# ---- design 1 ----
Design 1, metal 4:
Scale bar: 50 um.
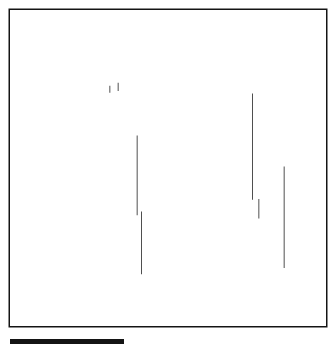
File: src/rtl/sim_pkg.sv
// Shared types and default grid geometry for the simulation sweep logic.
package sim_pkg;

  typedef enum logic [1:0] {
    ST_IDLE  = 2'd0,
    ST_WAIT  = 2'd1,
    ST_SWEEP = 2'd2,
    ST_DONE  = 2'd3
  } sweep_state_t;

  localparam int GRID_X_BITS = 8;
  localparam int GRID_Y_BITS = 7;
  localparam int GRID_X_MAX  = 159;
  localparam int GRID_Y_MAX  = 119;
  localparam int MAX_LANES   = 8;

endpackage

File: src/rtl/sweep_sequencer_if.sv
// Write-location bus from the sweep sequencer to the environment, env cache and ant array.
interface sweep_sequencer_if #(
  parameter int X_BITS = 8,
  parameter int Y_BITS = 7,
  parameter int LANES  = 1
);

  logic [LANES*X_BITS-1:0] sweep_x_o;
  logic [Y_BITS-1:0]       sweep_y_o;
  logic                    write_flag_o;
  logic                    hold_locs_o;

  modport master (
    output sweep_x_o,
    output sweep_y_o,
    output write_flag_o,
    output hold_locs_o
  );

  modport slave (
    input sweep_x_o,
    input sweep_y_o,
    input write_flag_o,
    input hold_locs_o
  );

endinterface

File: src/rtl/sweep_sequencer_tick_divider.sv
// Game-tick enable generator: one-cycle pulse every max(factor,1) clocks.
module tick_divider #(
  parameter int TICK_W = 26
) (
  input  logic              clk,
  input  logic              RESET_SIM,
  input  logic [TICK_W-1:0] factor,
  output logic              tick
);

  logic [TICK_W-1:0] cnt;
  logic [TICK_W-1:0] last;
  logic [TICK_W-1:0] cnt_nxt;

  // A count left above the new terminal value after a factor change wraps without a tick.
  always_comb begin
    last    = (factor == '0) ? '0 : factor - 1'b1;
    cnt_nxt = (cnt >= last) ? '0 : cnt + 1'b1;
  end

  always_ff @(posedge clk) begin
    if (RESET_SIM) begin
      cnt  <= '0;
      tick <= 1'b0;
    end else begin
      cnt  <= cnt_nxt;
      tick <= (cnt_nxt == last);
    end
  end

endmodule

File: src/rtl/sweep_sequencer.sv
// Raster-sweeps the environment grid once per permitted game tick, LANES cells per cycle.
//
//   state    | meaning
//   ---------+-----------------------------------------------
//   ST_IDLE  | simulation disabled, locations held
//   ST_WAIT  | enabled, waiting for a tick that may start a frame
//   ST_SWEEP | issuing write locations, frame is atomic
//   ST_DONE  | one-cycle frame completion, frame counter bumps
module sweep_sequencer
  import sim_pkg::*;
#(
  parameter int X_BITS = GRID_X_BITS,
  parameter int Y_BITS = GRID_Y_BITS,
  parameter int X_MAX  = GRID_X_MAX,
  parameter int Y_MAX  = GRID_Y_MAX,
  parameter int LANES  = 1,
  parameter int TICK_W = 26
) (
  input  logic              clk,
  input  logic              RESET_SIM,
  input  logic              run_i,
  input  logic              pause_i,
  input  logic              step_i,
  input  logic [TICK_W-1:0] tick_factor_i,
  sweep_sequencer_if.master env,
  output logic              game_tick_o,
  output logic              frame_done_o,
  output logic [15:0]       frame_count_o,
  output logic              overrun_o,
  output logic [1:0]        state_o
);

  if (LANES < 1 || LANES > MAX_LANES || ((X_MAX + 1) % LANES) != 0) begin : g_bad_cfg
    $error("sweep_sequencer: LANES must be 1..8 and divide X_MAX+1");
  end

  localparam logic [X_BITS-1:0] X_LAST = X_BITS'(X_MAX + 1 - LANES);
  localparam logic [X_BITS-1:0] X_STEP = X_BITS'(LANES);
  localparam logic [Y_BITS-1:0] Y_LAST = Y_BITS'(Y_MAX);

  sweep_state_t      state;
  logic [X_BITS-1:0] base_x;
  logic [15:0]       frame_cnt;
  logic              step_pend;
  logic              tick;

  tick_divider #(.TICK_W(TICK_W)) u_div (
    .clk       (clk),
    .RESET_SIM (RESET_SIM),
    .factor    (tick_factor_i),
    .tick      (tick)
  );

  function automatic logic [LANES*X_BITS-1:0] lanes_at(input logic [X_BITS-1:0] b);
    logic [LANES*X_BITS-1:0] r;
    r = '0;
    for (int k = 0; k < LANES; k++) r[k*X_BITS +: X_BITS] = b + X_BITS'(k);
    return r;
  endfunction

  always_ff @(posedge clk) begin
    if (RESET_SIM) begin
      state            <= ST_IDLE;
      base_x           <= '0;
      env.sweep_x_o    <= '0;
      env.sweep_y_o    <= '0;
      env.write_flag_o <= 1'b0;
      env.hold_locs_o  <= 1'b1;
      frame_done_o     <= 1'b0;
      frame_cnt        <= '0;
      overrun_o        <= 1'b0;
      step_pend        <= 1'b0;
    end else begin
      frame_done_o <= 1'b0;
      if (step_i) step_pend <= 1'b1;
      case (state)
        ST_IDLE: if (run_i) state <= ST_WAIT;
        ST_WAIT: begin
          if (!run_i) begin
            state <= ST_IDLE;
          end else if (tick && (!pause_i || step_pend || step_i)) begin
            // a step arriving with this tick is consumed by this frame
            state            <= ST_SWEEP;
            step_pend        <= 1'b0;
            base_x           <= '0;
            env.sweep_x_o    <= lanes_at('0);
            env.sweep_y_o    <= '0;
            env.write_flag_o <= 1'b1;
            env.hold_locs_o  <= 1'b0;
          end
        end
        ST_SWEEP: begin
          if (tick) overrun_o <= 1'b1;
          if (base_x == X_LAST) begin
            base_x <= '0;
            if (env.sweep_y_o == Y_LAST) begin
              state            <= ST_DONE;
              env.sweep_x_o    <= '0;
              env.sweep_y_o    <= '0;
              env.write_flag_o <= 1'b0;
              env.hold_locs_o  <= 1'b1;
              frame_done_o     <= 1'b1;
              frame_cnt        <= frame_cnt + 16'd1;
            end else begin
              env.sweep_x_o <= lanes_at('0);
              env.sweep_y_o <= env.sweep_y_o + 1'b1;
            end
          end else begin
            base_x        <= base_x + X_STEP;
            env.sweep_x_o <= lanes_at(base_x + X_STEP);
          end
        end
        ST_DONE: state <= run_i ? ST_WAIT : ST_IDLE;
        default: state <= ST_IDLE;
      endcase
    end
  end

  assign game_tick_o   = tick;
  assign frame_count_o = frame_cnt;
  assign state_o       = state;

endmodule

File: src/flat_wrapper.sv
// flat-port wrapper written by rule: the top's interface ports become plain ports
module sweep_sequencer_flat import sim_pkg::*;
#(
  parameter int X_BITS = GRID_X_BITS,
  parameter int Y_BITS = GRID_Y_BITS,
  parameter int X_MAX  = GRID_X_MAX,
  parameter int Y_MAX  = GRID_Y_MAX,
  parameter int LANES  = 1,
  parameter int TICK_W = 26
)
  (clk, RESET_SIM, run_i, pause_i, step_i, tick_factor_i, game_tick_o, frame_done_o, frame_count_o, overrun_o, state_o, env_sweep_x_o, env_sweep_y_o, env_write_flag_o, env_hold_locs_o);
  sweep_sequencer_if #(.X_BITS(X_BITS), .Y_BITS(Y_BITS), .LANES(LANES)) env_i ();
  input  logic clk;
  input  logic RESET_SIM;
  input  logic run_i;
  input  logic pause_i;
  input  logic step_i;
  input  logic [TICK_W-1:0] tick_factor_i;
  output logic game_tick_o;
  output logic frame_done_o;
  output logic [15:0] frame_count_o;
  output logic overrun_o;
  output logic [1:0] state_o;
  output wire logic [$bits(env_i.sweep_x_o)-1:0] env_sweep_x_o;
  output wire logic [$bits(env_i.sweep_y_o)-1:0] env_sweep_y_o;
  output wire logic [$bits(env_i.write_flag_o)-1:0] env_write_flag_o;
  output wire logic [$bits(env_i.hold_locs_o)-1:0] env_hold_locs_o;
  assign env_sweep_x_o = env_i.sweep_x_o;
  assign env_sweep_y_o = env_i.sweep_y_o;
  assign env_write_flag_o = env_i.write_flag_o;
  assign env_hold_locs_o = env_i.hold_locs_o;
  sweep_sequencer #(.X_BITS(X_BITS), .Y_BITS(Y_BITS), .X_MAX(X_MAX), .Y_MAX(Y_MAX), .LANES(LANES), .TICK_W(TICK_W)) u_core (.clk(clk), .RESET_SIM(RESET_SIM), .run_i(run_i), .pause_i(pause_i), .step_i(step_i), .tick_factor_i(tick_factor_i), .env(env_i), .game_tick_o(game_tick_o), .frame_done_o(frame_done_o), .frame_count_o(frame_count_o), .overrun_o(overrun_o), .state_o(state_o));
endmodule
File: config.mk
export PLATFORM = sky130hd
export DESIGN_NAME = sweep_sequencer_flat
export DESIGN_NICKNAME = d
export VERILOG_FILES = /design/src/rtl/sim_pkg.sv /design/src/rtl/sweep_sequencer_if.sv /design/src/rtl/sweep_sequencer_tick_divider.sv /design/src/rtl/sweep_sequencer.sv /design/src/flat_wrapper.sv
export SDC_FILE = /design/constraint.sdc
export NUM_CORES = 1
export LEC_CHECK = 0
export CAP_MARGIN = 20
export CORE_MARGIN = 5
export CORE_UTILIZATION = 30
export CTS_CLUSTER_DIAMETER = 80
export DETAILED_ROUTE_END_ITERATION = 10
export DONT_BUFFER_PORTS = 1
export GPL_TIMING_DRIVEN = 1
export PLACE_DENSITY_LB_ADDON = 0.3
export SETUP_SLACK_MARGIN = 0.3
export SKIP_LAST_GASP = 1
export SLEW_MARGIN = 20
export SYNTH_ARGS = -nofsm -noshare
export SYNTH_HDL_FRONTEND = slang
export SYNTH_HIERARCHICAL = 1
export SYNTH_SLANG_ARGS = --single-unit
File: constraint.sdc
create_clock -name clk -period 12.8 [get_ports clk]
set_input_delay 3.2 -clock clk [delete_from_list [all_inputs] [get_ports clk]]
set_output_delay 3.2 -clock clk [all_outputs]
set_load 0.005 [all_outputs]
==> impl_metrics.csv <==
group,metric,value,unit
synthesis,synth_cell_types,81,
timing,max_slew_margin,29.45,%
synthesis,top_logic_kind,"simple AND/OR/NAND/NOR gates",
clock_tree,number_of_gates_resized_after_cts,0,
worst_setup_path,cp_cell_sequence,"or4_1 -> nor3_1 -> nand4_1 -> xnor2_1 -> nand2_1 -> ha_1 -> nand4_1 -> or4_1 -> a2111oi_0 -> a211o_1 -> a21oi_1 -> o32ai_1 -> o32ai_1 -> a211o_1 -> a2111oi_2",
finish,logic_area,3396,sq um
worst_hold_path,worstHoldPathType,"flip-flop to flip-flop",
global_route,wire_length_of_the_first_global_routing_pass,22760,um
finish,fin_nets,660,
worst_setup_path,critical_path_buf_inv_count,0,
clock_tree,cts-root-to-sink-buffers,2,
synthesis,synth-seq-cells,65,
timing,totalNegativeSetupSlack,0,ps
synthesis,synth_simple_gate_area_share,32.16,%
routing,avgRoutedWirePerCell,16.80,um
synthesis,yosys_cells,615,
worst_setup_path,arrival,8060,ps
worst_setup_path,critical-path-top-delay-family,"simple AND/OR/NAND/NOR gates",
status,status,"finished, final reports clean",
synthesis,top_cell_area_share,26.32,%
job,timing.max_cap.violations,0,
finish,antennaDiodeCount,0,
routing,drt_pass1_iterations,7,
clock_tree,clk_transition_reported_paths,60,ps
## Picture notes: 'metal 4' of design 1
longest straight run: 46.2 um
share of all routed wire: 1.2%
main direction: vertical
nets with wire on the layer: 5
wire length on this layer: 167 um

-- stage by stage --
| stage | power, uW | utilization (%) | instances | setup WS [ps] |
|---|---|---|---|---|
| after CTS | 488.8 | 32.66 | 823 | 5041 |
| final | 482.7 | 32.66 | 823 | 4978 |
| after detailed placement | 242.9 | 30.90 | 807 | 4724 |
| after floorplan | 236.7 | - | 615 | 5483 |
| after global placement | 242.2 | 30.90 | 807 | 4918 |
| after global routing | 502.2 | 32.66 | 823 | 4604 |
-- where the power goes --
part	leakage, uW	total [uW]	internal (uW)	switching (uW)
combinational	0.00123	33.7	13.4	20.3
clock	0.000139	243	150	93.0
sequential	0.000525	205	204	1.84
total	0.00189	483	367	115
-- routing by layer --
metal  wire length, um  up-vias  track usage [%]
li1                  -     2284                -
met1              6187     2219            17.45
met2              6336      159            23.15
met3              1136       18            5.214
met4               166        0            3.952
met5                 0        -                0
-- final timing paths --
| path | startpoint | to | cells past startpoint |
|---|---|---|---|
| worst min-delay path | u_core/step_pend | u_core/step_pend | 2 |
| worst max register to register | u_core/u_div/cnt[24] | u_core/u_div/tick | 10 |
| worst max-delay path | tick_factor_i[1] | u_core/u_div/tick | 15 |
| worst min register to register | u_core/step_pend | u_core/step_pend | 2 |

# ---- design 2 ----
Design 2, logic cells by family:
Scale bar: 100 um.
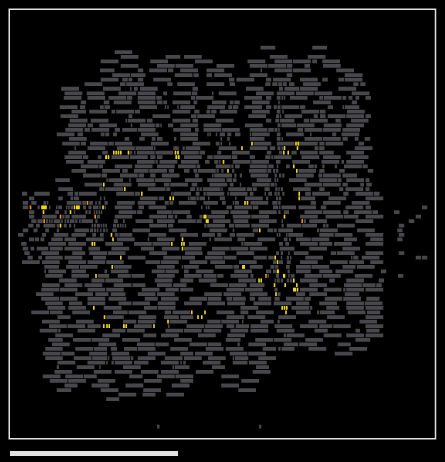
Design 2, metal 4:
Scale bar: 100 um.
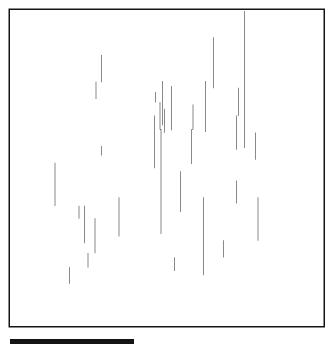
### config.mk
export PLATFORM = sky130hd
export DESIGN_NAME = ram_dp_clr
export DESIGN_NICKNAME = d
export VERILOG_FILES = /design/src/rtl/ram_pkg.sv /design/src/rtl/ram_clr_seq.sv /design/src/rtl/ram_dp_clr.sv
export SDC_FILE = /design/constraint.sdc
export NUM_CORES = 1
export LEC_CHECK = 0
export CORE_AREA = 4 4 249 251
export CTS_CLUSTER_DIAMETER = 50
export DETAILED_ROUTE_END_ITERATION = 8
export DIE_AREA = 0 0 253 255
export GPL_TIMING_DRIVEN = 0
export SYNTH_ARGS = -nofsm -noshare
export SYNTH_HDL_FRONTEND = slang
export SYNTH_SLANG_ARGS = --single-unit
export TNS_END_PERCENT = 20
### constraint.sdc
create_clock -name i_clk -period 5.88 [get_ports i_clk]
set_clock_uncertainty 0.05 [all_clocks]
set_input_delay 1.176 -clock i_clk [delete_from_list [all_inputs] [get_ports i_clk]]
set_output_delay 1.176 -clock i_clk [all_outputs]
set_load 0.05 [all_outputs]
### src/rtl/ram_pkg.sv
// rtl/ram_pkg.sv - shared constants and types for the clearable dual-port RAM
// Purpose: read-during-write mode codes, clear sequencer state type, counter sizing helper.
// Ports: none (package).
package ram_pkg;

  localparam int RDW_READ_FIRST  = 0;
  localparam int RDW_WRITE_FIRST = 1;

  typedef enum logic {
    IDLE  = 1'b0,
    CLEAR = 1'b1
  } clr_state_t;

  // Clear counter / array index width: clog2(depth), never below 1 bit.
  function automatic int cnt_width(input int depth);
    return (depth > 1) ? $clog2(depth) : 1;
  endfunction

endpackage

### src/rtl/ram_clr_seq.sv
// rtl/ram_clr_seq.sv - zero-sweep sequencer for the dual-port RAM
// Purpose: walks addresses 0..DEPTH-1 issuing zero writes after reset or on request.
// Ports:
//   i_clk       clock
//   i_rst       asynchronous active-high reset
//   i_clr_req   single-cycle sweep request (ignored while a sweep runs)
//   o_busy      high while the sweep runs
//   o_clr_we    zero-write strobe for the array
//   o_clr_addr  address being cleared this cycle
module ram_clr_seq
  import ram_pkg::*;
#(
  parameter int ADDR_W     = 6,
  parameter int DEPTH      = 64,
  parameter int CLR_ON_RST = 1
) (
  input  logic              i_clk,
  input  logic              i_rst,
  input  logic              i_clr_req,
  output logic              o_busy,
  output logic              o_clr_we,
  output logic [ADDR_W-1:0] o_clr_addr
);

  localparam int CNT_W = cnt_width(DEPTH);
  localparam logic [CNT_W-1:0] LAST_ADDR = CNT_W'(DEPTH - 1);
  localparam clr_state_t RST_STATE = (CLR_ON_RST != 0) ? CLEAR : IDLE;

  clr_state_t       r_state;
  clr_state_t       w_state_nxt;
  logic [CNT_W-1:0] r_cnt;
  logic [CNT_W-1:0] w_cnt_nxt;

  // State register
  always_ff @(posedge i_clk or posedge i_rst) begin
    if (i_rst) begin
      r_state <= RST_STATE;
      r_cnt   <= '0;
    end else begin
      r_state <= w_state_nxt;
      r_cnt   <= w_cnt_nxt;
    end
  end

  // Next-state logic; the counter parks at 0 so a new sweep always starts at address 0
  always_comb begin
    w_state_nxt = r_state;
    w_cnt_nxt   = r_cnt;
    case (r_state)
      IDLE: begin
        if (i_clr_req) begin
          w_state_nxt = CLEAR;
          w_cnt_nxt   = '0;
        end
      end
      CLEAR: begin
        if (r_cnt == LAST_ADDR) begin
          w_state_nxt = IDLE;
          w_cnt_nxt   = '0;
        end else begin
          w_cnt_nxt = r_cnt + 1'b1;
        end
      end
      default: begin
        w_state_nxt = IDLE;
        w_cnt_nxt   = '0;
      end
    endcase
  end

  // Outputs
  always_comb begin
    o_busy     = (r_state == CLEAR);
    o_clr_we   = (r_state == CLEAR);
    o_clr_addr = ADDR_W'(r_cnt);
  end

endmodule

### src/rtl/ram_dp_clr.sv
// rtl/ram_dp_clr.sv - simple dual-port RAM with byte enables and hardware clear
// Purpose: one byte-enabled write port, one registered read port, zero sweep on reset/request.
// Ports:
//   i_clk, i_rst        clock, asynchronous active-high reset
//   i_clr_req / o_busy  sweep request pulse / sweep in progress
//   i_wr_en, i_wr_addr, i_wr_data, i_wr_be   write port (be bit k -> byte k)
//   i_rd_en, i_rd_addr  read request
//   o_rd_data, o_rd_valid  read result, one cycle after an accepted read
module ram_dp_clr
  import ram_pkg::*;
#(
  parameter int DATA_W     = 8,
  parameter int ADDR_W     = 6,
  parameter int DEPTH      = 64,
  parameter int RDW_MODE   = RDW_READ_FIRST,
  parameter int CLR_ON_RST = 1
) (
  input  logic                i_clk,
  input  logic                i_rst,
  input  logic                i_clr_req,
  output logic                o_busy,
  input  logic                i_wr_en,
  input  logic [ADDR_W-1:0]   i_wr_addr,
  input  logic [DATA_W-1:0]   i_wr_data,
  input  logic [DATA_W/8-1:0] i_wr_be,
  input  logic                i_rd_en,
  input  logic [ADDR_W-1:0]   i_rd_addr,
  output logic [DATA_W-1:0]   o_rd_data,
  output logic                o_rd_valid
);

  localparam int NB    = DATA_W / 8;
  localparam int IDX_W = cnt_width(DEPTH);
  localparam logic [ADDR_W:0] DEPTH_L = (ADDR_W + 1)'(DEPTH);

  // No reset on the array: the clear sequencer is the only way to zero it.
  logic [DATA_W-1:0] r_mem [DEPTH];

  logic              w_busy;
  logic              w_clr_we;
  logic [ADDR_W-1:0] w_clr_addr;
  logic              w_wr_in_rng;
  logic              w_rd_in_rng;
  logic              w_wr_acc;
  logic              w_rd_acc;
  logic [IDX_W-1:0]  w_wr_idx;
  logic [IDX_W-1:0]  w_rd_idx;
  logic [DATA_W-1:0] w_rd_old;
  logic [DATA_W-1:0] w_rd_next;
  logic [DATA_W-1:0] r_rd_data;
  logic              r_rd_valid;

  ram_clr_seq #(
    .ADDR_W     (ADDR_W),
    .DEPTH      (DEPTH),
    .CLR_ON_RST (CLR_ON_RST)
  ) u_clr_seq (
    .i_clk      (i_clk),
    .i_rst      (i_rst),
    .i_clr_req  (i_clr_req),
    .o_busy     (w_busy),
    .o_clr_we   (w_clr_we),
    .o_clr_addr (w_clr_addr)
  );

  assign o_busy = w_busy;

  assign w_wr_in_rng = ({1'b0, i_wr_addr} < DEPTH_L);
  assign w_rd_in_rng = ({1'b0, i_rd_addr} < DEPTH_L);
  assign w_wr_idx    = i_wr_addr[IDX_W-1:0];
  assign w_rd_idx    = i_rd_addr[IDX_W-1:0];

  // A clear request landing in IDLE swallows any user access in the same cycle.
  assign w_wr_acc = i_wr_en && !w_busy && !i_clr_req && w_wr_in_rng;
  assign w_rd_acc = i_rd_en && !w_busy && !i_clr_req;

  assign w_rd_old = w_rd_in_rng ? r_mem[w_rd_idx] : '0;

  // Write-first collision: forward the enabled bytes of the incoming write.
  always_comb begin
    w_rd_next = w_rd_old;
    if ((RDW_MODE == RDW_WRITE_FIRST) && w_wr_acc && (i_wr_addr == i_rd_addr)) begin
      for (int k = 0; k < NB; k++) begin
        if (i_wr_be[k]) begin
          w_rd_next[8*k +: 8] = i_wr_data[8*k +: 8];
        end
      end
    end
  end

  // Array write: sweep zero-writes take the port ahead of the user write.
  always_ff @(posedge i_clk) begin
    if (w_clr_we) begin
      r_mem[w_clr_addr[IDX_W-1:0]] <= '0;
    end else if (w_wr_acc) begin
      for (int k = 0; k < NB; k++) begin
        if (i_wr_be[k]) begin
          r_mem[w_wr_idx][8*k +: 8] <= i_wr_data[8*k +: 8];
        end
      end
    end
  end

  always_ff @(posedge i_clk or posedge i_rst) begin
    if (i_rst) begin
      r_rd_data  <= '0;
      r_rd_valid <= 1'b0;
    end else begin
      r_rd_valid <= w_rd_acc;
      if (w_rd_acc) begin
        r_rd_data <= w_rd_next;
      end
    end
  end

  assign o_rd_data  = r_rd_data;
  assign o_rd_valid = r_rd_valid;

endmodule

==> impl_metrics.csv <==
group,metric,value,unit
finish,syn_to_final_growth,15.58,%
clock_tree,cts.htree.levels,2,
finish,max_flop_register,"r_mem",
clock_tree,cts_tree,"built",
synthesis,post_synth_aoi_oai_area,4.437,%
synthesis,top_area_cells_in_the_synthesized_netlist,"edfxtp_1 74%, mux4_2 7.8%, mux2i_1 6.8%",
routing,avgRoutedWirePerCell,24.76,um
status,status,"finished, final reports clean",
job,warnings,26,
worst_setup_path,critical_path_cell_count,7,
timing,maxClockFrequency,0.2251,GHz
synthesis,synth_simple_gate_area_share,3.675,%
worst_setup_path,endpoint,"r_mem[25][1]",
clock_tree,holdBufCountCts,0,
synthesis,synth-xor-area-share,0.04203,%
worst_setup_path,critical-path-slowest-cell,"nor2_1",
synthesis,syn-num-nets,1153,
finish,design_area,24080,sq um
About 'logic cells by family' of design 2:
[orange] inverters | cells: 7
[yellow] NOR gates | cells: 86

About 'metal 4' of design 2:
nets with wire on the layer: 12
wire length on this layer: 933 um

==> per-layer routing <==
metal | GRT usage [%] | part of all wire, %
met1 | 22.31 | 45
met4 | 3.499 | 1.8
met3 | 3.811 | 7.8
met5 | 0 | 0
met2 | 24.61 | 46
==> synthesized netlist by cell type, drive strengths merged <==
master and n:
or3 3, a221oi 1, and2 9, a22oi 68, dfstp 1, a22o 2, clkbuf 26, buf 31
mux2 2, a21oi 7, inv 7, mux2i 141, nor2b 4, a2bb2oi 1, xor2 1, a31oi 7
o22ai 10, a21o 1, nand2 63, nor3 2, ha 1, dfrtp 15, o21a 3, nand3 14
o221ai 1, nor4bb 1, or2 1, o31a 1, o31ai 4, a211oi 2, edfxtp 512, o21ai 27
nor2 78, nand3b 1, a221o 1, mux4 72, nor3b 1, nand2b 4
==> worst register-to-register path, cell delays in order, from the launching register on <==
cell and delay [ps]:
dfstp_2 360, clkbuf_1 190, nor2_1 710, nand3_1 420, or3_1 450, o21ai_0 120, nand2_1 480, nor2_1 830
==> report_power, final <==
group / leakage [uW] / total (uW) / switching, uW / internal, uW
logic: 0.00228 / 863 / 602 / 261
clock network: 0.000877 / 3430 / 1420 / 2010
registers: 0.00499 / 4370 / 89.4 / 4280

# ---- design 3 ----
Design 3, metal 4:
Scale bar: 100 um.
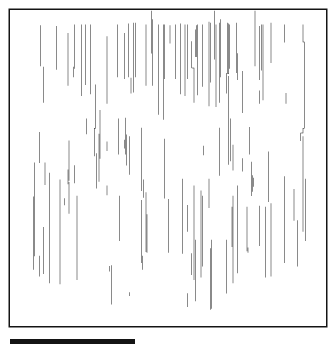
Design 3, wiring by layer:
Scale bar: 100 um.
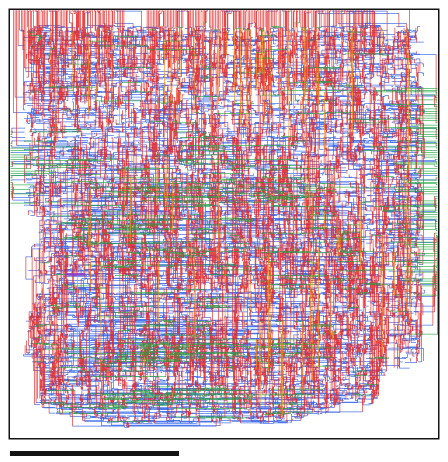
Design 3, logic cells by family:
Scale bar: 100 um.
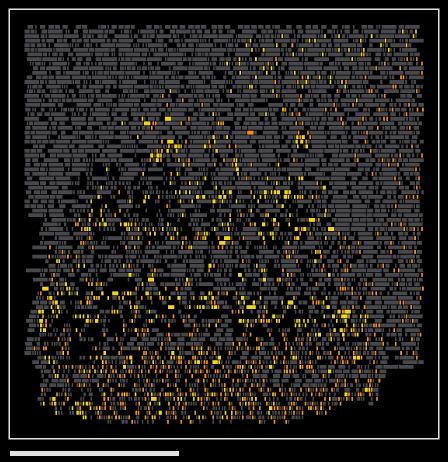
`config.mk`:
```
export PLATFORM = sky130hd
export DESIGN_NAME = fix_value_decoder
export DESIGN_NICKNAME = d
export VERILOG_FILES = /design/src/rtl/fix_value_pkg.sv /design/src/rtl/fix_dec_mac.sv /design/src/rtl/fix_value_decoder.sv
export SDC_FILE = /design/constraint.sdc
export NUM_CORES = 2
export LEC_CHECK = 0
export ABC_AREA = 1
export CAP_MARGIN = 20
export CORE_MARGIN = 8
export CORE_UTILIZATION = 60
export CTS_BUF_LIST = sky130_fd_sc_hd__clkbuf_8 sky130_fd_sc_hd__clkbuf_16
export CTS_CLUSTER_DIAMETER = 80
export DETAILED_ROUTE_END_ITERATION = 16
export HOLD_SLACK_MARGIN = 0.15
export PLACE_DENSITY = 0.85
export SLEW_MARGIN = 20
export SYNTH_ARGS = -nofsm -noshare
export SYNTH_HDL_FRONTEND = slang
export SYNTH_SLANG_ARGS = --single-unit
```
`constraint.sdc`:
```
create_clock -name clk -period 10.9 [get_ports clk]
set_clock_uncertainty 0.1 [all_clocks]
set_input_delay 2.18 -clock clk [delete_from_list [all_inputs] [get_ports clk]]
set_output_delay 2.18 -clock clk [all_outputs]
set_load 0.005 [all_outputs]
```
`src/rtl/fix_value_pkg.sv`:
```
// Shared constants for the FIX ASCII value decoder: FSM encodings,
// error-flag bit positions and the ASCII characters the scanner recognises.
package fix_value_pkg;

    localparam logic [1:0] ST_IDLE  = 2'd0;
    localparam logic [1:0] ST_SCAN  = 2'd1;
    localparam logic [1:0] ST_FINAL = 2'd2;

    localparam int ERR_EMPTY = 0;
    localparam int ERR_CHAR  = 1;
    localparam int ERR_OVF   = 2;
    localparam int ERR_DOT   = 3;

    localparam logic [7:0] ASCII_0     = 8'h30;
    localparam logic [7:0] ASCII_9     = 8'h39;
    localparam logic [7:0] ASCII_MINUS = 8'h2D;
    localparam logic [7:0] ASCII_DOT   = 8'h2E;
    localparam logic [7:0] ASCII_NUL   = 8'h00;

endpackage

```
`src/rtl/fix_dec_mac.sv`:
```
// Decimal multiply-accumulate step: acc*10 + digit, with overflow detection
// against the signed range limit selected by the sign of the value.
module fix_dec_mac #(
    parameter int RESULT_WIDTH = 64
) (
    input  logic [RESULT_WIDTH-1:0] acc,
    input  logic [3:0]              digit,
    input  logic                    neg,
    output logic [RESULT_WIDTH-1:0] acc_next,
    output logic                    ovf
);

    localparam int WW = RESULT_WIDTH + 4;
    // Magnitude of the most negative value; positives may reach one less.
    localparam logic [WW-1:0] NEG_LIMIT = WW'(1) << (RESULT_WIDTH - 1);

    logic [WW-1:0] wide;
    logic [WW-1:0] limit;

    always_comb begin
        wide     = {4'b0000, acc} * WW'(10) + {{(WW-4){1'b0}}, digit};
        limit    = neg ? NEG_LIMIT : (NEG_LIMIT - WW'(1));
        ovf      = (wide > limit);
        acc_next = wide[RESULT_WIDTH-1:0];
    end

endmodule

```
`src/rtl/fix_value_decoder.sv`:
```
// Converts a left-aligned ASCII FIX value (price, quantity) into a signed
// integer plus decimal scale, scanning one character per clock.
module fix_value_decoder
    import fix_value_pkg::*;
#(
    parameter int DATA_WIDTH   = 256,
    parameter int RESULT_WIDTH = 64,
    parameter int MAX_CHARS    = DATA_WIDTH / 8
) (
    input  logic                    clk,
    input  logic                    rst,
    input  logic [DATA_WIDTH-1:0]   value_i,
    input  logic                    value_valid_i,
    output logic                    busy_o,
    output logic [RESULT_WIDTH-1:0] result_o,
    output logic [4:0]              scale_o,
    output logic [3:0]              err_o,
    output logic                    result_valid_o,
    output logic                    overrun_o,
    output logic [1:0]              state_o
);

    // Handshake: value_valid_i is a single-cycle strobe accepted only while
    // busy_o is low; a strobe while busy is dropped and flagged on overrun_o.
    // result_valid_o is a one-cycle pulse with no backpressure.

    localparam int CNT_W = $clog2(MAX_CHARS + 1);
    localparam logic [CNT_W-1:0] LAST_CNT = CNT_W'(MAX_CHARS - 1);

    logic [1:0]              state;
    logic [DATA_WIDTH-1:0]   shreg;
    logic [RESULT_WIDTH-1:0] acc;
    logic                    neg;
    logic                    dot;
    logic                    digit_seen;
    logic [4:0]              scale;
    logic [CNT_W-1:0]        cnt;
    logic [RESULT_WIDTH-1:0] fin_result;
    logic [4:0]              fin_scale;
    logic [3:0]              fin_err;

    logic [7:0]              cur_byte;
    logic                    is_digit;
    logic [RESULT_WIDTH-1:0] mac_acc;
    logic                    mac_ovf;

    logic [RESULT_WIDTH-1:0] nxt_acc;
    logic                    nxt_neg;
    logic                    nxt_dot;
    logic                    nxt_seen;
    logic [4:0]              nxt_scale;
    logic [3:0]              step_err;
    logic                    stop;
    logic [3:0]              term_err;
    logic [RESULT_WIDTH-1:0] term_result;
    logic [4:0]              term_scale;

    assign cur_byte = shreg[DATA_WIDTH-1 -: 8];
    assign is_digit = (cur_byte >= ASCII_0) && (cur_byte <= ASCII_9);
    assign busy_o   = (state != ST_IDLE);
    assign state_o  = state;

    // ASCII digits 0x30..0x39 carry their value in the low nibble.
    fix_dec_mac #(
        .RESULT_WIDTH(RESULT_WIDTH)
    ) u_mac (
        .acc      (acc),
        .digit    (cur_byte[3:0]),
        .neg      (neg),
        .acc_next (mac_acc),
        .ovf      (mac_ovf)
    );

    always_comb begin
        nxt_acc   = acc;
        nxt_neg   = neg;
        nxt_dot   = dot;
        nxt_seen  = digit_seen;
        nxt_scale = scale;
        step_err  = 4'b0000;
        stop      = (cnt == LAST_CNT);
        if (cur_byte == ASCII_MINUS) begin
            if (cnt == '0) begin
                nxt_neg = 1'b1;
            end else begin
                step_err[ERR_CHAR] = 1'b1;
                stop               = 1'b1;
            end
        end else if (is_digit) begin
            if (mac_ovf) begin
                step_err[ERR_OVF] = 1'b1;
                stop              = 1'b1;
            end else begin
                nxt_acc  = mac_acc;
                nxt_seen = 1'b1;
                if (dot && (scale != 5'd31)) begin
                    nxt_scale = scale + 5'd1;
                end
            end
        end else if (cur_byte == ASCII_DOT) begin
            if (dot) begin
                step_err[ERR_DOT] = 1'b1;
                stop              = 1'b1;
            end else begin
                nxt_dot = 1'b1;
            end
        end else if (cur_byte == ASCII_NUL) begin
            stop = 1'b1;
        end else begin
            step_err[ERR_CHAR] = 1'b1;
            stop               = 1'b1;
        end
    end

    always_comb begin
        term_err = step_err;
        if (!nxt_seen && (step_err == 4'b0000)) begin
            term_err[ERR_EMPTY] = 1'b1;
        end
        if (term_err != 4'b0000) begin
            term_result = '0;
            term_scale  = 5'd0;
        end else begin
            term_result = nxt_neg ? (-nxt_acc) : nxt_acc;
            term_scale  = nxt_scale;
        end
    end

    always_ff @(posedge clk or negedge rst) begin
        if (!rst) begin
            state          <= ST_IDLE;
            shreg          <= '0;
            acc            <= '0;
            neg            <= 1'b0;
            dot            <= 1'b0;
            digit_seen     <= 1'b0;
            scale          <= 5'd0;
            cnt            <= '0;
            fin_result     <= '0;
            fin_scale      <= 5'd0;
            fin_err        <= 4'b0000;
            result_o       <= '0;
            scale_o        <= 5'd0;
            err_o          <= 4'b0000;
            result_valid_o <= 1'b0;
            overrun_o      <= 1'b0;
        end else begin
            result_valid_o <= 1'b0;
            overrun_o      <= 1'b0;
            case (state)
                ST_IDLE: begin
                    if (value_valid_i) begin
                        shreg      <= value_i;
                        acc        <= '0;
                        neg        <= 1'b0;
                        dot        <= 1'b0;
                        digit_seen <= 1'b0;
                        scale      <= 5'd0;
                        cnt        <= '0;
                        state      <= ST_SCAN;
                    end
                end
                ST_SCAN: begin
                    overrun_o  <= value_valid_i;
                    shreg      <= {shreg[DATA_WIDTH-9:0], 8'h00};
                    cnt        <= cnt + 1'b1;
                    acc        <= nxt_acc;
                    neg        <= nxt_neg;
                    dot        <= nxt_dot;
                    digit_seen <= nxt_seen;
                    scale      <= nxt_scale;
                    if (stop) begin
                        fin_result <= term_result;
                        fin_scale  <= term_scale;
                        fin_err    <= term_err;
                        state      <= ST_FINAL;
                    end
                end
                ST_FINAL: begin
                    overrun_o      <= value_valid_i;
                    result_o       <= fin_result;
                    scale_o        <= fin_scale;
                    err_o          <= fin_err;
                    result_valid_o <= 1'b1;
                    state          <= ST_IDLE;
                end
                default: begin
                    state <= ST_IDLE;
                end
            endcase
        end
    end

endmodule

```
==> impl_metrics.csv <==
group,metric,value,unit
worst_hold_path,cell_count_of_the_worst_hold_path,2,
worst_setup_path,crit_required,11290,ps
worst_setup_path,rr_startpoint,"acc[15]",
synthesis,synth_cell_types,56,
floorplan,rows,87,
routing,first_iter_violations,3772,
worst_hold_path,worstHoldPathType,"flip-flop to flip-flop",
finish,final-nonclk-buf-share,9.084,%
clock_tree,holdBufCountCts,0,
finish,layoutNonFillerInstCount,5843,
worst_setup_path,reg2reg_depth,45,
pwr,powerDensity,212.9,nW/um^2
worst_setup_path,setup_crit_path_kind,"flip-flop to flip-flop",
place,io_buffers,336,
finish,number_of_non_clock_inverters,667,
timing,maxClockFrequency,0.1183,GHz
worst_setup_path,regToRegSetupSlack,2450,ps
synthesis,syn-num-nets,5266,
global_route,largest_net_degree_at_the_start_of_global_routing,158,
worst_setup_path,arrival,8840,ps
status,status,"finished, final reports clean",
synthesis,top_cell_area_share,35.81,%
About 'metal 4' of design 3:
share of all routed wire: 4.5%
longest straight run: 88.4 um
nets with wire on the layer: 108
wire length on this layer: 4950 um
main direction: vertical

About 'wiring by layer' of design 3:
[green] met3 | wire length: 8980 um
[blue] met1 | wire length: 46.3 mm
[orange] met4 | wire length: 4950 um
[purple] met5 | wire length: 10.1 um
[red] met2 | wire length: 50.9 mm

About 'logic cells by family' of design 3:
[yellow] NOR gates | cells: 451
[orange] inverters | cells: 667 | where: widely spread

-- sequential cells by signal (all words and copies together), names as in the netlist, 2 cells and up --
register / flops
fin_err: 4
fin_scale: 5
result_o: 64
fin_result: 64
shreg: 256
acc: 64
scale: 5
err_o: 4
cnt: 6
scale_o: 5
state_o: 2
-- report_power, final --
part	total (uW)	switching [uW]	leakage, uW	internal, uW
Clock	1660	717	0.000821	939
Combinational	4090	2840	0.0135	1250
Sequential	2600	275	0.00629	2330
Total	8350	3830	0.0206	4520
-- worst max-delay path: cells and delay by family (launching register included) --
family / cells / cell delay (ps)
AND/OR/NAND/NOR: 31 / 4590
buffers and inverters: 7 / 1370
adder cells (fa/ha/maj): 3 / 1000
AND-OR/OR-AND: 3 / 650
flip-flops: 1 / 460
XOR/XNOR: 1 / 170
-- logic make-up after synthesis --
group	Yosys count
xor+xnor	71
buf+inv	838
flops	484
mux	70
fa+ha+maj	202
compound gates	665
simple gates	2475
-- metal layers --
metal | GRT usage [%] | share of wire, % | up-vias
li1 | - | - | 15994
met1 | 46.36 | 42 | 15584
met2 | 53.87 | 46 | 1489
met3 | 4.915 | 8.1 | 271
met4 | 14.00 | 4.5 | 2
met5 | 0 | 0.0090 | -

# ---- design 4 ----
Design 4, cell classes on the final placement:
Scale bar: 50 um. Fill, decap, tap and diode cells in grey.
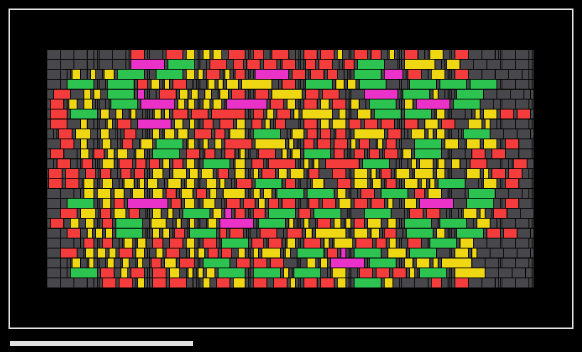
Design 4, metal 4:
Scale bar: 50 um.
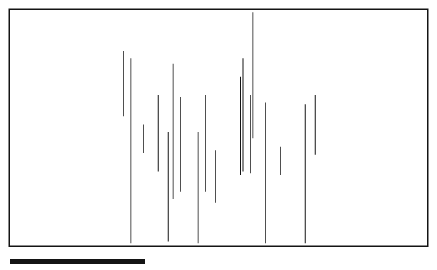
[src/rtl/bank_access_arbiter.sv]
// rtl/bank_access_arbiter.sv - two-port round-robin arbiter in front of a single-ported data bank
//
// Purpose: arbitrates host and NTT-core requests onto one 128x14 bank. The write
// port and the read port each run their own two-way round-robin, with grants
// issued in the same cycle as the request. Reads come back two cycles after the
// grant, tagged to the requester, and are forwarded from a same-cycle write to
// the same address because the bank returns the old contents in that case.
//
// Ports:
//   clk, rst_n                        clock, synchronous active-low reset
//   h_wreq/h_waddr/h_wdata            host write request
//   h_rreq/h_raddr                    host read request
//   c_wreq/c_waddr/c_wdata            core write request
//   c_rreq/c_raddr                    core read request
//   h_wgnt/h_rgnt/c_wgnt/c_rgnt       combinational grants
//   b_A1/b_D/b_IWEN                   bank write address, data, write enable
//   b_A2/b_IREN/b_IEN                 bank read address, read enable, bank enable
//   b_Q                               bank read data, one cycle after b_IREN
//   h_rvalid/c_rvalid/rdata           registered read return
`timescale 1ns/1ps

module bank_access_arbiter (
  input  logic        clk,
  input  logic        rst_n,
  input  logic        h_wreq,
  input  logic [6:0]  h_waddr,
  input  logic [13:0] h_wdata,
  input  logic        h_rreq,
  input  logic [6:0]  h_raddr,
  input  logic        c_wreq,
  input  logic [6:0]  c_waddr,
  input  logic [13:0] c_wdata,
  input  logic        c_rreq,
  input  logic [6:0]  c_raddr,
  output logic        h_wgnt,
  output logic        h_rgnt,
  output logic        c_wgnt,
  output logic        c_rgnt,
  output logic [6:0]  b_A1,
  output logic [13:0] b_D,
  output logic        b_IWEN,
  output logic [6:0]  b_A2,
  output logic        b_IREN,
  output logic        b_IEN,
  input  logic [13:0] b_Q,
  output logic        h_rvalid,
  output logic        c_rvalid,
  output logic [13:0] rdata
);

  // Round-robin pointers: 1 means the core was granted last on that port.
  logic        wlast_c_q, wlast_c_d;
  logic        rlast_c_q, rlast_c_d;
  // Held bank address/data so the bank pins stay stable when idle.
  logic [6:0]  a1_q, a1_d;
  logic [13:0] d_q, d_d;
  logic [6:0]  a2_q, a2_d;
  // Read pipeline stage 1 (bank access cycle): valid, tag, forwarding capture.
  logic        s1_vld_q, s1_vld_d;
  logic        s1_core_q, s1_core_d;
  logic        s1_fwd_q, s1_fwd_d;
  logic [13:0] s1_fwd_data_q, s1_fwd_data_d;
  // Read pipeline stage 2 (return registers).
  logic        h_rvalid_q, h_rvalid_d;
  logic        c_rvalid_q, c_rvalid_d;
  logic [13:0] rdata_q, rdata_d;

  logic        wr_gnt, rd_gnt;
  logic [6:0]  wr_addr, rd_addr;
  logic [13:0] wr_data;

  always_comb begin
    // On a conflict the side that was not granted last wins; reset blocks all grants.
    h_wgnt = rst_n & h_wreq & (~c_wreq | wlast_c_q);
    c_wgnt = rst_n & c_wreq & ~h_wgnt;
    h_rgnt = rst_n & h_rreq & (~c_rreq | rlast_c_q);
    c_rgnt = rst_n & c_rreq & ~h_rgnt;

    wr_gnt  = h_wgnt | c_wgnt;
    rd_gnt  = h_rgnt | c_rgnt;
    wr_addr = h_wgnt ? h_waddr : c_waddr;
    wr_data = h_wgnt ? h_wdata : c_wdata;
    rd_addr = h_rgnt ? h_raddr : c_raddr;

    b_IWEN = wr_gnt;
    b_IREN = rd_gnt;
    b_IEN  = wr_gnt | rd_gnt;
    b_A1   = wr_gnt ? wr_addr : a1_q;
    b_D    = wr_gnt ? wr_data : d_q;
    b_A2   = rd_gnt ? rd_addr : a2_q;

    wlast_c_d = wr_gnt ? c_wgnt : wlast_c_q;
    rlast_c_d = rd_gnt ? c_rgnt : rlast_c_q;
    a1_d      = b_A1;
    d_d       = b_D;
    a2_d      = b_A2;

    s1_vld_d      = rd_gnt;
    s1_core_d     = c_rgnt;
    // Read-first bank: a same-cycle write to the read address must be returned instead of b_Q.
    s1_fwd_d      = wr_gnt & rd_gnt & (wr_addr == rd_addr);
    s1_fwd_data_d = wr_data;

    h_rvalid_d = s1_vld_q & ~s1_core_q;
    c_rvalid_d = s1_vld_q & s1_core_q;
    rdata_d    = rdata_q;
    if (s1_vld_q) begin
      rdata_d = s1_fwd_q ? s1_fwd_data_q : b_Q;
    end

    h_rvalid = h_rvalid_q;
    c_rvalid = c_rvalid_q;
    rdata    = rdata_q;
  end

  always_ff @(posedge clk) begin
    if (!rst_n) begin
      wlast_c_q     <= 1'b1;
      rlast_c_q     <= 1'b1;
      a1_q          <= '0;
      d_q           <= '0;
      a2_q          <= '0;
      s1_vld_q      <= 1'b0;
      s1_core_q     <= 1'b0;
      s1_fwd_q      <= 1'b0;
      s1_fwd_data_q <= '0;
      h_rvalid_q    <= 1'b0;
      c_rvalid_q    <= 1'b0;
      rdata_q       <= '0;
    end else begin
      wlast_c_q     <= wlast_c_d;
      rlast_c_q     <= rlast_c_d;
      a1_q          <= a1_d;
      d_q           <= d_d;
      a2_q          <= a2_d;
      s1_vld_q      <= s1_vld_d;
      s1_core_q     <= s1_core_d;
      s1_fwd_q      <= s1_fwd_d;
      s1_fwd_data_q <= s1_fwd_data_d;
      h_rvalid_q    <= h_rvalid_d;
      c_rvalid_q    <= c_rvalid_d;
      rdata_q       <= rdata_d;
    end
  end

endmodule

[config.mk]
export PLATFORM = sky130hd
export DESIGN_NAME = bank_access_arbiter
export DESIGN_NICKNAME = d
export VERILOG_FILES = /design/src/rtl/bank_access_arbiter.sv
export SDC_FILE = /design/constraint.sdc
export NUM_CORES = 1
export LEC_CHECK = 0
export CAP_MARGIN = 30
export CELL_PAD_IN_SITES_DETAIL_PLACEMENT = 1
export CELL_PAD_IN_SITES_GLOBAL_PLACEMENT = 1
export CORE_ASPECT_RATIO = 0.5
export CORE_MARGIN = 10
export CORE_UTILIZATION = 32
export DETAILED_ROUTE_END_ITERATION = 8
export GPL_ROUTABILITY_DRIVEN = 0
export PLACE_DENSITY = 0.87
export SYNTH_ARGS = -nofsm -noshare
export SYNTH_HDL_FRONTEND = slang
export SYNTH_SLANG_ARGS = --single-unit
[constraint.sdc]
create_clock -name clk -period 2.5 [get_ports clk]
set_input_delay 0.375 -clock clk [delete_from_list [all_inputs] [get_ports clk]]
set_output_delay 0.375 -clock clk [all_outputs]
set_load 0.005 [all_outputs]
==> impl_metrics.csv <==
group,metric,value,unit
status,status,"complete, but fails checks",
status,failing_checks,"negative setup slack",
worst_setup_path,critical-path-top-delay-family,"buffers and inverters",
synthesis,number_of_enable_flip_flop_cells,0,
worst_setup_path,rr_startpoint,"wlast_c_q",
worst_setup_path,arrival,2220,ps
finish,utilization,60.69,%
timing,final_critical_path_setup_slack,-93.92,ps
synthesis,top_cell_area_share,43.92,%
timing,max_slew_margin,73.16,%
worst_hold_path,hold_path_end,"rlast_c_q",
worst_setup_path,regToRegSetupSlack,350,ps
timing,final-setup-viol-count,6,
finish,layoutNonFillerInstCount,629,
synthesis,top_logic_kind,"simple AND/OR/NAND/NOR gates",
finish,drive_above_1_share,22.00,%
finish,design_area,5285,sq um
clock_tree,holdBufCountCts,0,
timing,min_period_over_period,103.8,%
## Picture notes: 'cell classes on the final placement' of design 4
[red] other buffers and delay cells | cells: 195
[green] flip-flops | cells: 63
[magenta] clock drivers and dummy loads | cells: 15
[yellow] all other logic | cells: 236

## Picture notes: 'metal 4' of design 4
longest straight run: 68.0 um
nets with wire on the layer: 17
main direction: vertical
wire length on this layer: 637 um

-- area by class of cell --
type,instances,area (sq um),share of cell area [%]
tap,117,146.4,2.770
clock buffer,11,242.7,4.593
antenna,3,7.507,0.1420
timing repair buffer,195,1887,35.70
clock inverter,4,70.07,1.326
inverter,9,33.78,0.6392
sequential,63,1261,23.86
multi-input combinational,227,1637,30.97
-- worst max path at each step --
stage                   start      end  slack (ps)  depth (start not counted)
detailed placement     c_wreq  b_D[13]        -180                          7
finish              wlast_c_q   b_D[2]         -90                          7
floorplan              c_wreq  b_D[10]         850                          5
CTS                    c_wreq  b_D[10]        -150                          7
global placement       c_wreq  b_D[12]        -120                          7
global route           h_rreq  b_A2[6]         -90                          6
-- placed cells by master, fill, tap and decap left out, drive strengths merged, types with 8 or more instances in the layout --
master,n
clkbuf,13
nand2,34
o21ai,23
nor2,14
clkdlybuf4s50,98
o211a,17
inv,9
and2,30
mux2i,28
dlymetal6s2s,19
buf,68
nand3,9
dlygate4sd2,8
dfxtp,63
nor2b,14
and3,8
-- worst register-to-register path, cell delays in order, from the launching register on --
cell and delay, ps:
dfxtp_1 340, nand2b_1 220, buf_4 220, and3_1 220
buf_4 150, o211a_1 230, nor4b_1 390, and4_1 300

# ---- design 5 ----
Design 5, cell classes on the final placement:
Scale bar: 20 um. Fill, decap, tap and diode cells in grey.
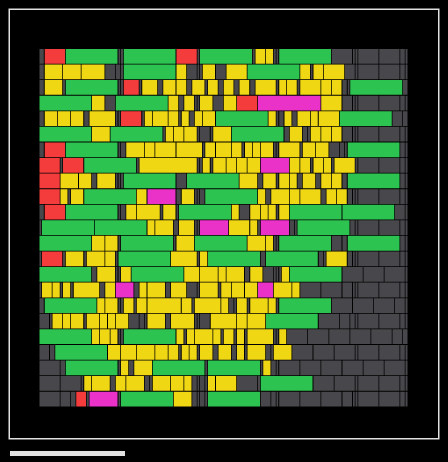
File: src/rtl/flappy_pkg.sv
// Shared types and frame timing for the flappy input path.
// Also sizes the bird_physics tick counter.
package flappy_pkg;

  typedef enum logic [1:0] {
    IDLE,
    PRESS_WAIT,
    PRESSED,
    RELEASE_WAIT
  } deb_state_t;

  localparam int FRAME_TICK_BITS = 20;
  localparam int CLK_HZ          = 50_000_000;
  localparam int DEBOUNCE_MS     = 10;
  localparam int DEBOUNCE_DEF    = (CLK_HZ / 1000) * DEBOUNCE_MS;

  function automatic int cnt_width(input int n);
    return (n > 1) ? $clog2(n) : 1;
  endfunction

endpackage

File: src/rtl/flap_input_ctrl_debounce.sv
// Button synchroniser plus debounce FSM.
// Emits one press_pulse per accepted press.
module btn_debounce
  import flappy_pkg::*;
#(
  parameter int SYNC_STAGES     = 2,
  parameter int DEBOUNCE_CYCLES = DEBOUNCE_DEF
) (
  input  logic clk,
  input  logic reset_n,
  input  logic btn_raw,
  output logic press_pulse
);

  localparam int CW = cnt_width(DEBOUNCE_CYCLES);
  localparam logic [CW-1:0] CNT_MAX = CW'(DEBOUNCE_CYCLES - 1);

  logic [SYNC_STAGES-1:0] sync_q;
  logic                   btn_s;
  deb_state_t             state_q;
  logic [CW-1:0]          cnt_q;

  assign btn_s = sync_q[SYNC_STAGES-1];

  always_ff @(posedge clk or negedge reset_n) begin
    if (!reset_n) begin
      sync_q <= '0;
    end else begin
      sync_q <= {sync_q[SYNC_STAGES-2:0], btn_raw};
    end
  end

  always_ff @(posedge clk or negedge reset_n) begin
    if (!reset_n) begin
      state_q <= IDLE;
      cnt_q   <= '0;
    end else begin
      unique case (state_q)
        IDLE: begin
          if (btn_s) begin
            state_q <= PRESS_WAIT;
            cnt_q   <= '0;
          end
        end
        PRESS_WAIT: begin
          if (!btn_s) begin
            state_q <= IDLE;
          end else if (cnt_q == CNT_MAX) begin
            state_q <= PRESSED;
          end else begin
            cnt_q <= cnt_q + CW'(1);
          end
        end
        PRESSED: begin
          if (!btn_s) begin
            state_q <= RELEASE_WAIT;
            cnt_q   <= '0;
          end
        end
        RELEASE_WAIT: begin
          if (btn_s) begin
            state_q <= PRESSED;
          end else if (cnt_q == CNT_MAX) begin
            state_q <= IDLE;
          end else begin
            cnt_q <= cnt_q + CW'(1);
          end
        end
        default: state_q <= IDLE;
      endcase
    end
  end

  // Decoded from registered state so the hold starts on the accepting edge
  assign press_pulse = (state_q == PRESS_WAIT) && btn_s &&
                       (cnt_q == CNT_MAX);

endmodule

File: src/rtl/flap_input_ctrl.sv
// Turns debounced presses into frame-length flap_btn holds.
// One press may queue behind a running hold.
module flap_input_ctrl
  import flappy_pkg::*;
#(
  parameter int SYNC_STAGES     = 2,
  parameter int DEBOUNCE_CYCLES = DEBOUNCE_DEF,
  parameter int TICK_BITS       = FRAME_TICK_BITS,
  parameter int COUNT_W         = 8
) (
  input  logic               clk,
  input  logic               reset_n,
  input  logic               btn_raw,
  output logic               flap_btn,
  output logic               flap_queued,
  output logic [COUNT_W-1:0] press_count
);

  logic                 press_pulse;
  logic                 flap_q, flap_d;
  logic                 queued_q, queued_d;
  logic [TICK_BITS-1:0] hold_q, hold_d;
  logic [COUNT_W-1:0]   count_q, count_d;
  logic                 hold_end;

  btn_debounce #(
    .SYNC_STAGES     (SYNC_STAGES),
    .DEBOUNCE_CYCLES (DEBOUNCE_CYCLES)
  ) u_deb (
    .clk         (clk),
    .reset_n     (reset_n),
    .btn_raw     (btn_raw),
    .press_pulse (press_pulse)
  );

  assign hold_end = (hold_q == '1);

  always_comb begin
    flap_d   = flap_q;
    queued_d = queued_q;
    hold_d   = hold_q;
    count_d  = count_q;
    if (!flap_q) begin
      if (press_pulse) begin
        flap_d  = 1'b1;
        hold_d  = '0;
        count_d = count_q + COUNT_W'(1);
      end
    end else begin
      // Wraps to 0 on the end cycle, seamlessly starting any follow-on hold
      hold_d = hold_q + TICK_BITS'(1);
      if (hold_end) begin
        if (queued_q) begin
          queued_d = 1'b0;
        end else if (press_pulse) begin
          count_d = count_q + COUNT_W'(1);
        end else begin
          flap_d = 1'b0;
        end
      end else if (press_pulse && !queued_q) begin
        queued_d = 1'b1;
        count_d  = count_q + COUNT_W'(1);
      end
    end
  end

  always_ff @(posedge clk or negedge reset_n) begin
    if (!reset_n) begin
      flap_q   <= 1'b0;
      queued_q <= 1'b0;
      hold_q   <= '0;
      count_q  <= '0;
    end else begin
      flap_q   <= flap_d;
      queued_q <= queued_d;
      hold_q   <= hold_d;
      count_q  <= count_d;
    end
  end

  assign flap_btn    = flap_q;
  assign flap_queued = queued_q;
  assign press_count = count_q;

endmodule
File: config.mk
export PLATFORM = sky130hd
export DESIGN_NAME = flap_input_ctrl
export DESIGN_NICKNAME = d
export VERILOG_FILES = /design/src/rtl/flappy_pkg.sv /design/src/rtl/flap_input_ctrl_debounce.sv /design/src/rtl/flap_input_ctrl.sv
export SDC_FILE = /design/constraint.sdc
export NUM_CORES = 1
export LEC_CHECK = 0
export CAP_MARGIN = 20
export CORE_MARGIN = 5
export CORE_UTILIZATION = 64
export CTS_BUF_LIST = sky130_fd_sc_hd__clkbuf_8 sky130_fd_sc_hd__clkbuf_16
export DETAILED_ROUTE_END_ITERATION = 8
export PLACE_DENSITY = 0.94
export REMOVE_ABC_BUFFERS = 1
export SLEW_MARGIN = 10
export SYNTH_ARGS = -nofsm -noshare
export SYNTH_HDL_FRONTEND = slang
export SYNTH_SLANG_ARGS = --single-unit
File: constraint.sdc
create_clock -name clk -period 4.3 [get_ports clk]
set_clock_uncertainty 0.05 [all_clocks]
set_input_delay 0.86 -clock clk [delete_from_list [all_inputs] [get_ports clk]]
set_output_delay 0.86 -clock clk [all_outputs]
set_load 0.05 [all_outputs]
==> impl_metrics.csv <==
group,metric,value,unit
worst_setup_path,critical_path.max_stage_delay,900,ps
floorplan,rows,23,
clock_tree,cts-root-to-sink-buffers,2,
pwr,seq_power,509,uW
pwr,leakage,0.001274,uW
worst_setup_path,critical-path-slowest-cell,"clkdlybuf4s50_1",
clock_tree,number_of_gates_resized_after_cts,0,
synthesis,netlist.top_cell.by_area,"dfrtp_1",
floorplan,die_area,5584,sq um
worst_setup_path,crit_path_start,"flap_btn",
finish,antennaDiodeCount,0,
status,status,"finished, final reports clean",
worst_hold_path,hold_path_end,"u_deb.sync_q[1]",
timing,max_slew_margin,47.25,%
synthesis,yosys_cells,264,
finish,drive_above_1_share,10.43,%
pwr,pwr-share-seq,57.8,%
job,timing.max_cap.violations,0,
finish,area.sequential,1326,sq um
place,dp_worst_setup_slack,1874,ps
place,postPlaceCellArea,2829,sq um
timing,worst_slew_pin_slew,788.3,ps
global_route,aggregate_global_routing_overflow,0,
Notes on 'cell classes on the final placement' of design 5 above:
[red] other buffers and delay cells | cells: 13
[green] flip-flops | cells: 53
[yellow] all other logic | cells: 204
[magenta] clock drivers and dummy loads | cells: 8

-- cell families after synthesis --
| family | share of synthesized area (%) |
|---|---|
| AND/OR/NAND/NOR | 26.55 |
| flip-flops | 49.46 |
| AND-OR/OR-AND | 11.15 |
| XOR/XNOR | 6.813 |
| buffers and inverters | 2.240 |
| multiplexers | 2.380 |
| adder cells (fa/ha/maj) | 1.400 |
-- sequential cells by signal, indices dropped and copies added, names as in the netlist, named ones only --
name / flops
flap_btn: 1
flap_queued: 1
hold_q: 20
press_count: 8
u_deb.cnt_q: 19
u_deb.state_q: 1
u_deb.sync_q: 2
-- routing by layer --
layer | GRT usage, % | vias to the layer above | wire length [um]
met2 | 34.73 | 65 | 2614
met5 | 0 | - | 0
li1 | - | 991 | -
met4 | 9.091 | 0 | 85
met1 | 29.45 | 1011 | 2293
met3 | 5.474 | 12 | 284
-- cells in the final DEF, fill, tap and decap left out, drive strengths merged, types with 5 or more instances in the layout --
master          n
a21oi           6
and3            7
clkbuf          5
clkdlybuf4s50  11
dfrtp          53
inv             6
nand2          23
nand2b          6
nand3          32
nand4          16
nor2           21
nor4            5
o21ai          20
xnor2           8
xor2           12


==> notes/layouts.md <==
Pictures saved along the way, in no particular order.

Wiring by layer.
picture 1
Scale bar: 20 um.
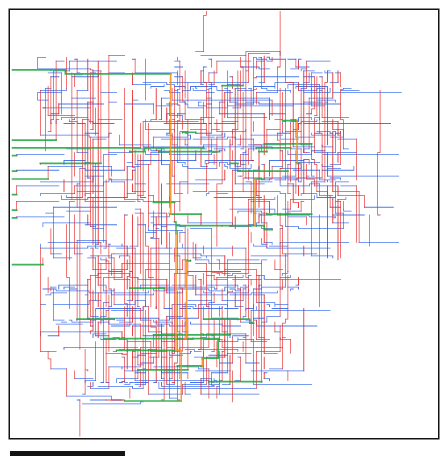
picture 2
Scale bar: 50 um.
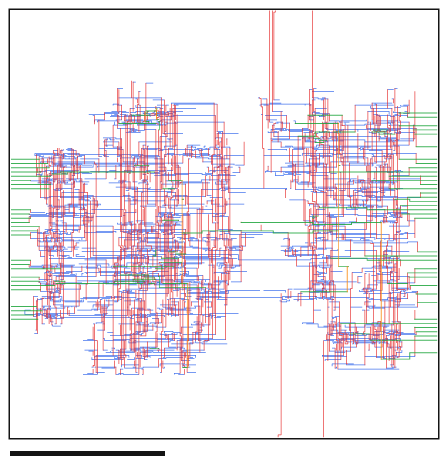
picture 3
Scale bar: 100 um.
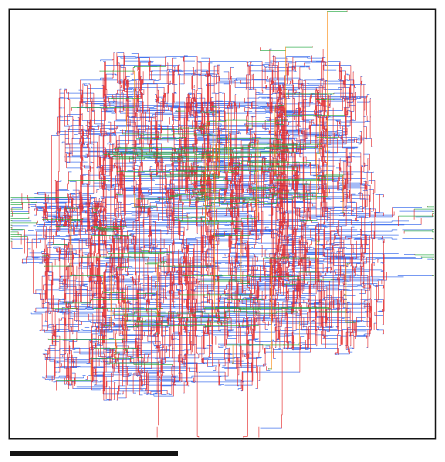
picture 4
Scale bar: 50 um.
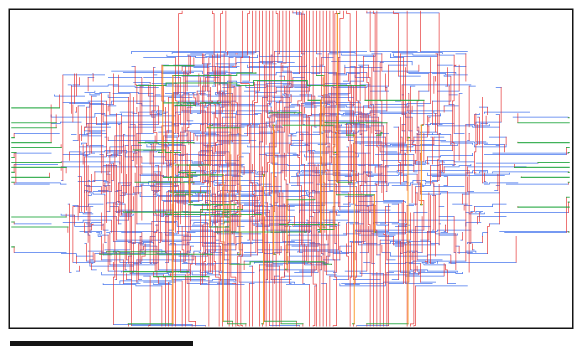
- picture 3 = design 2
- picture 1 = design 5
- picture 2 = design 1
- picture 4 = design 4
Of these, largest die: picture 3
Of these, most wire: picture 3

Power figures rest on the tool's default switching activity, not on a simulated workload.
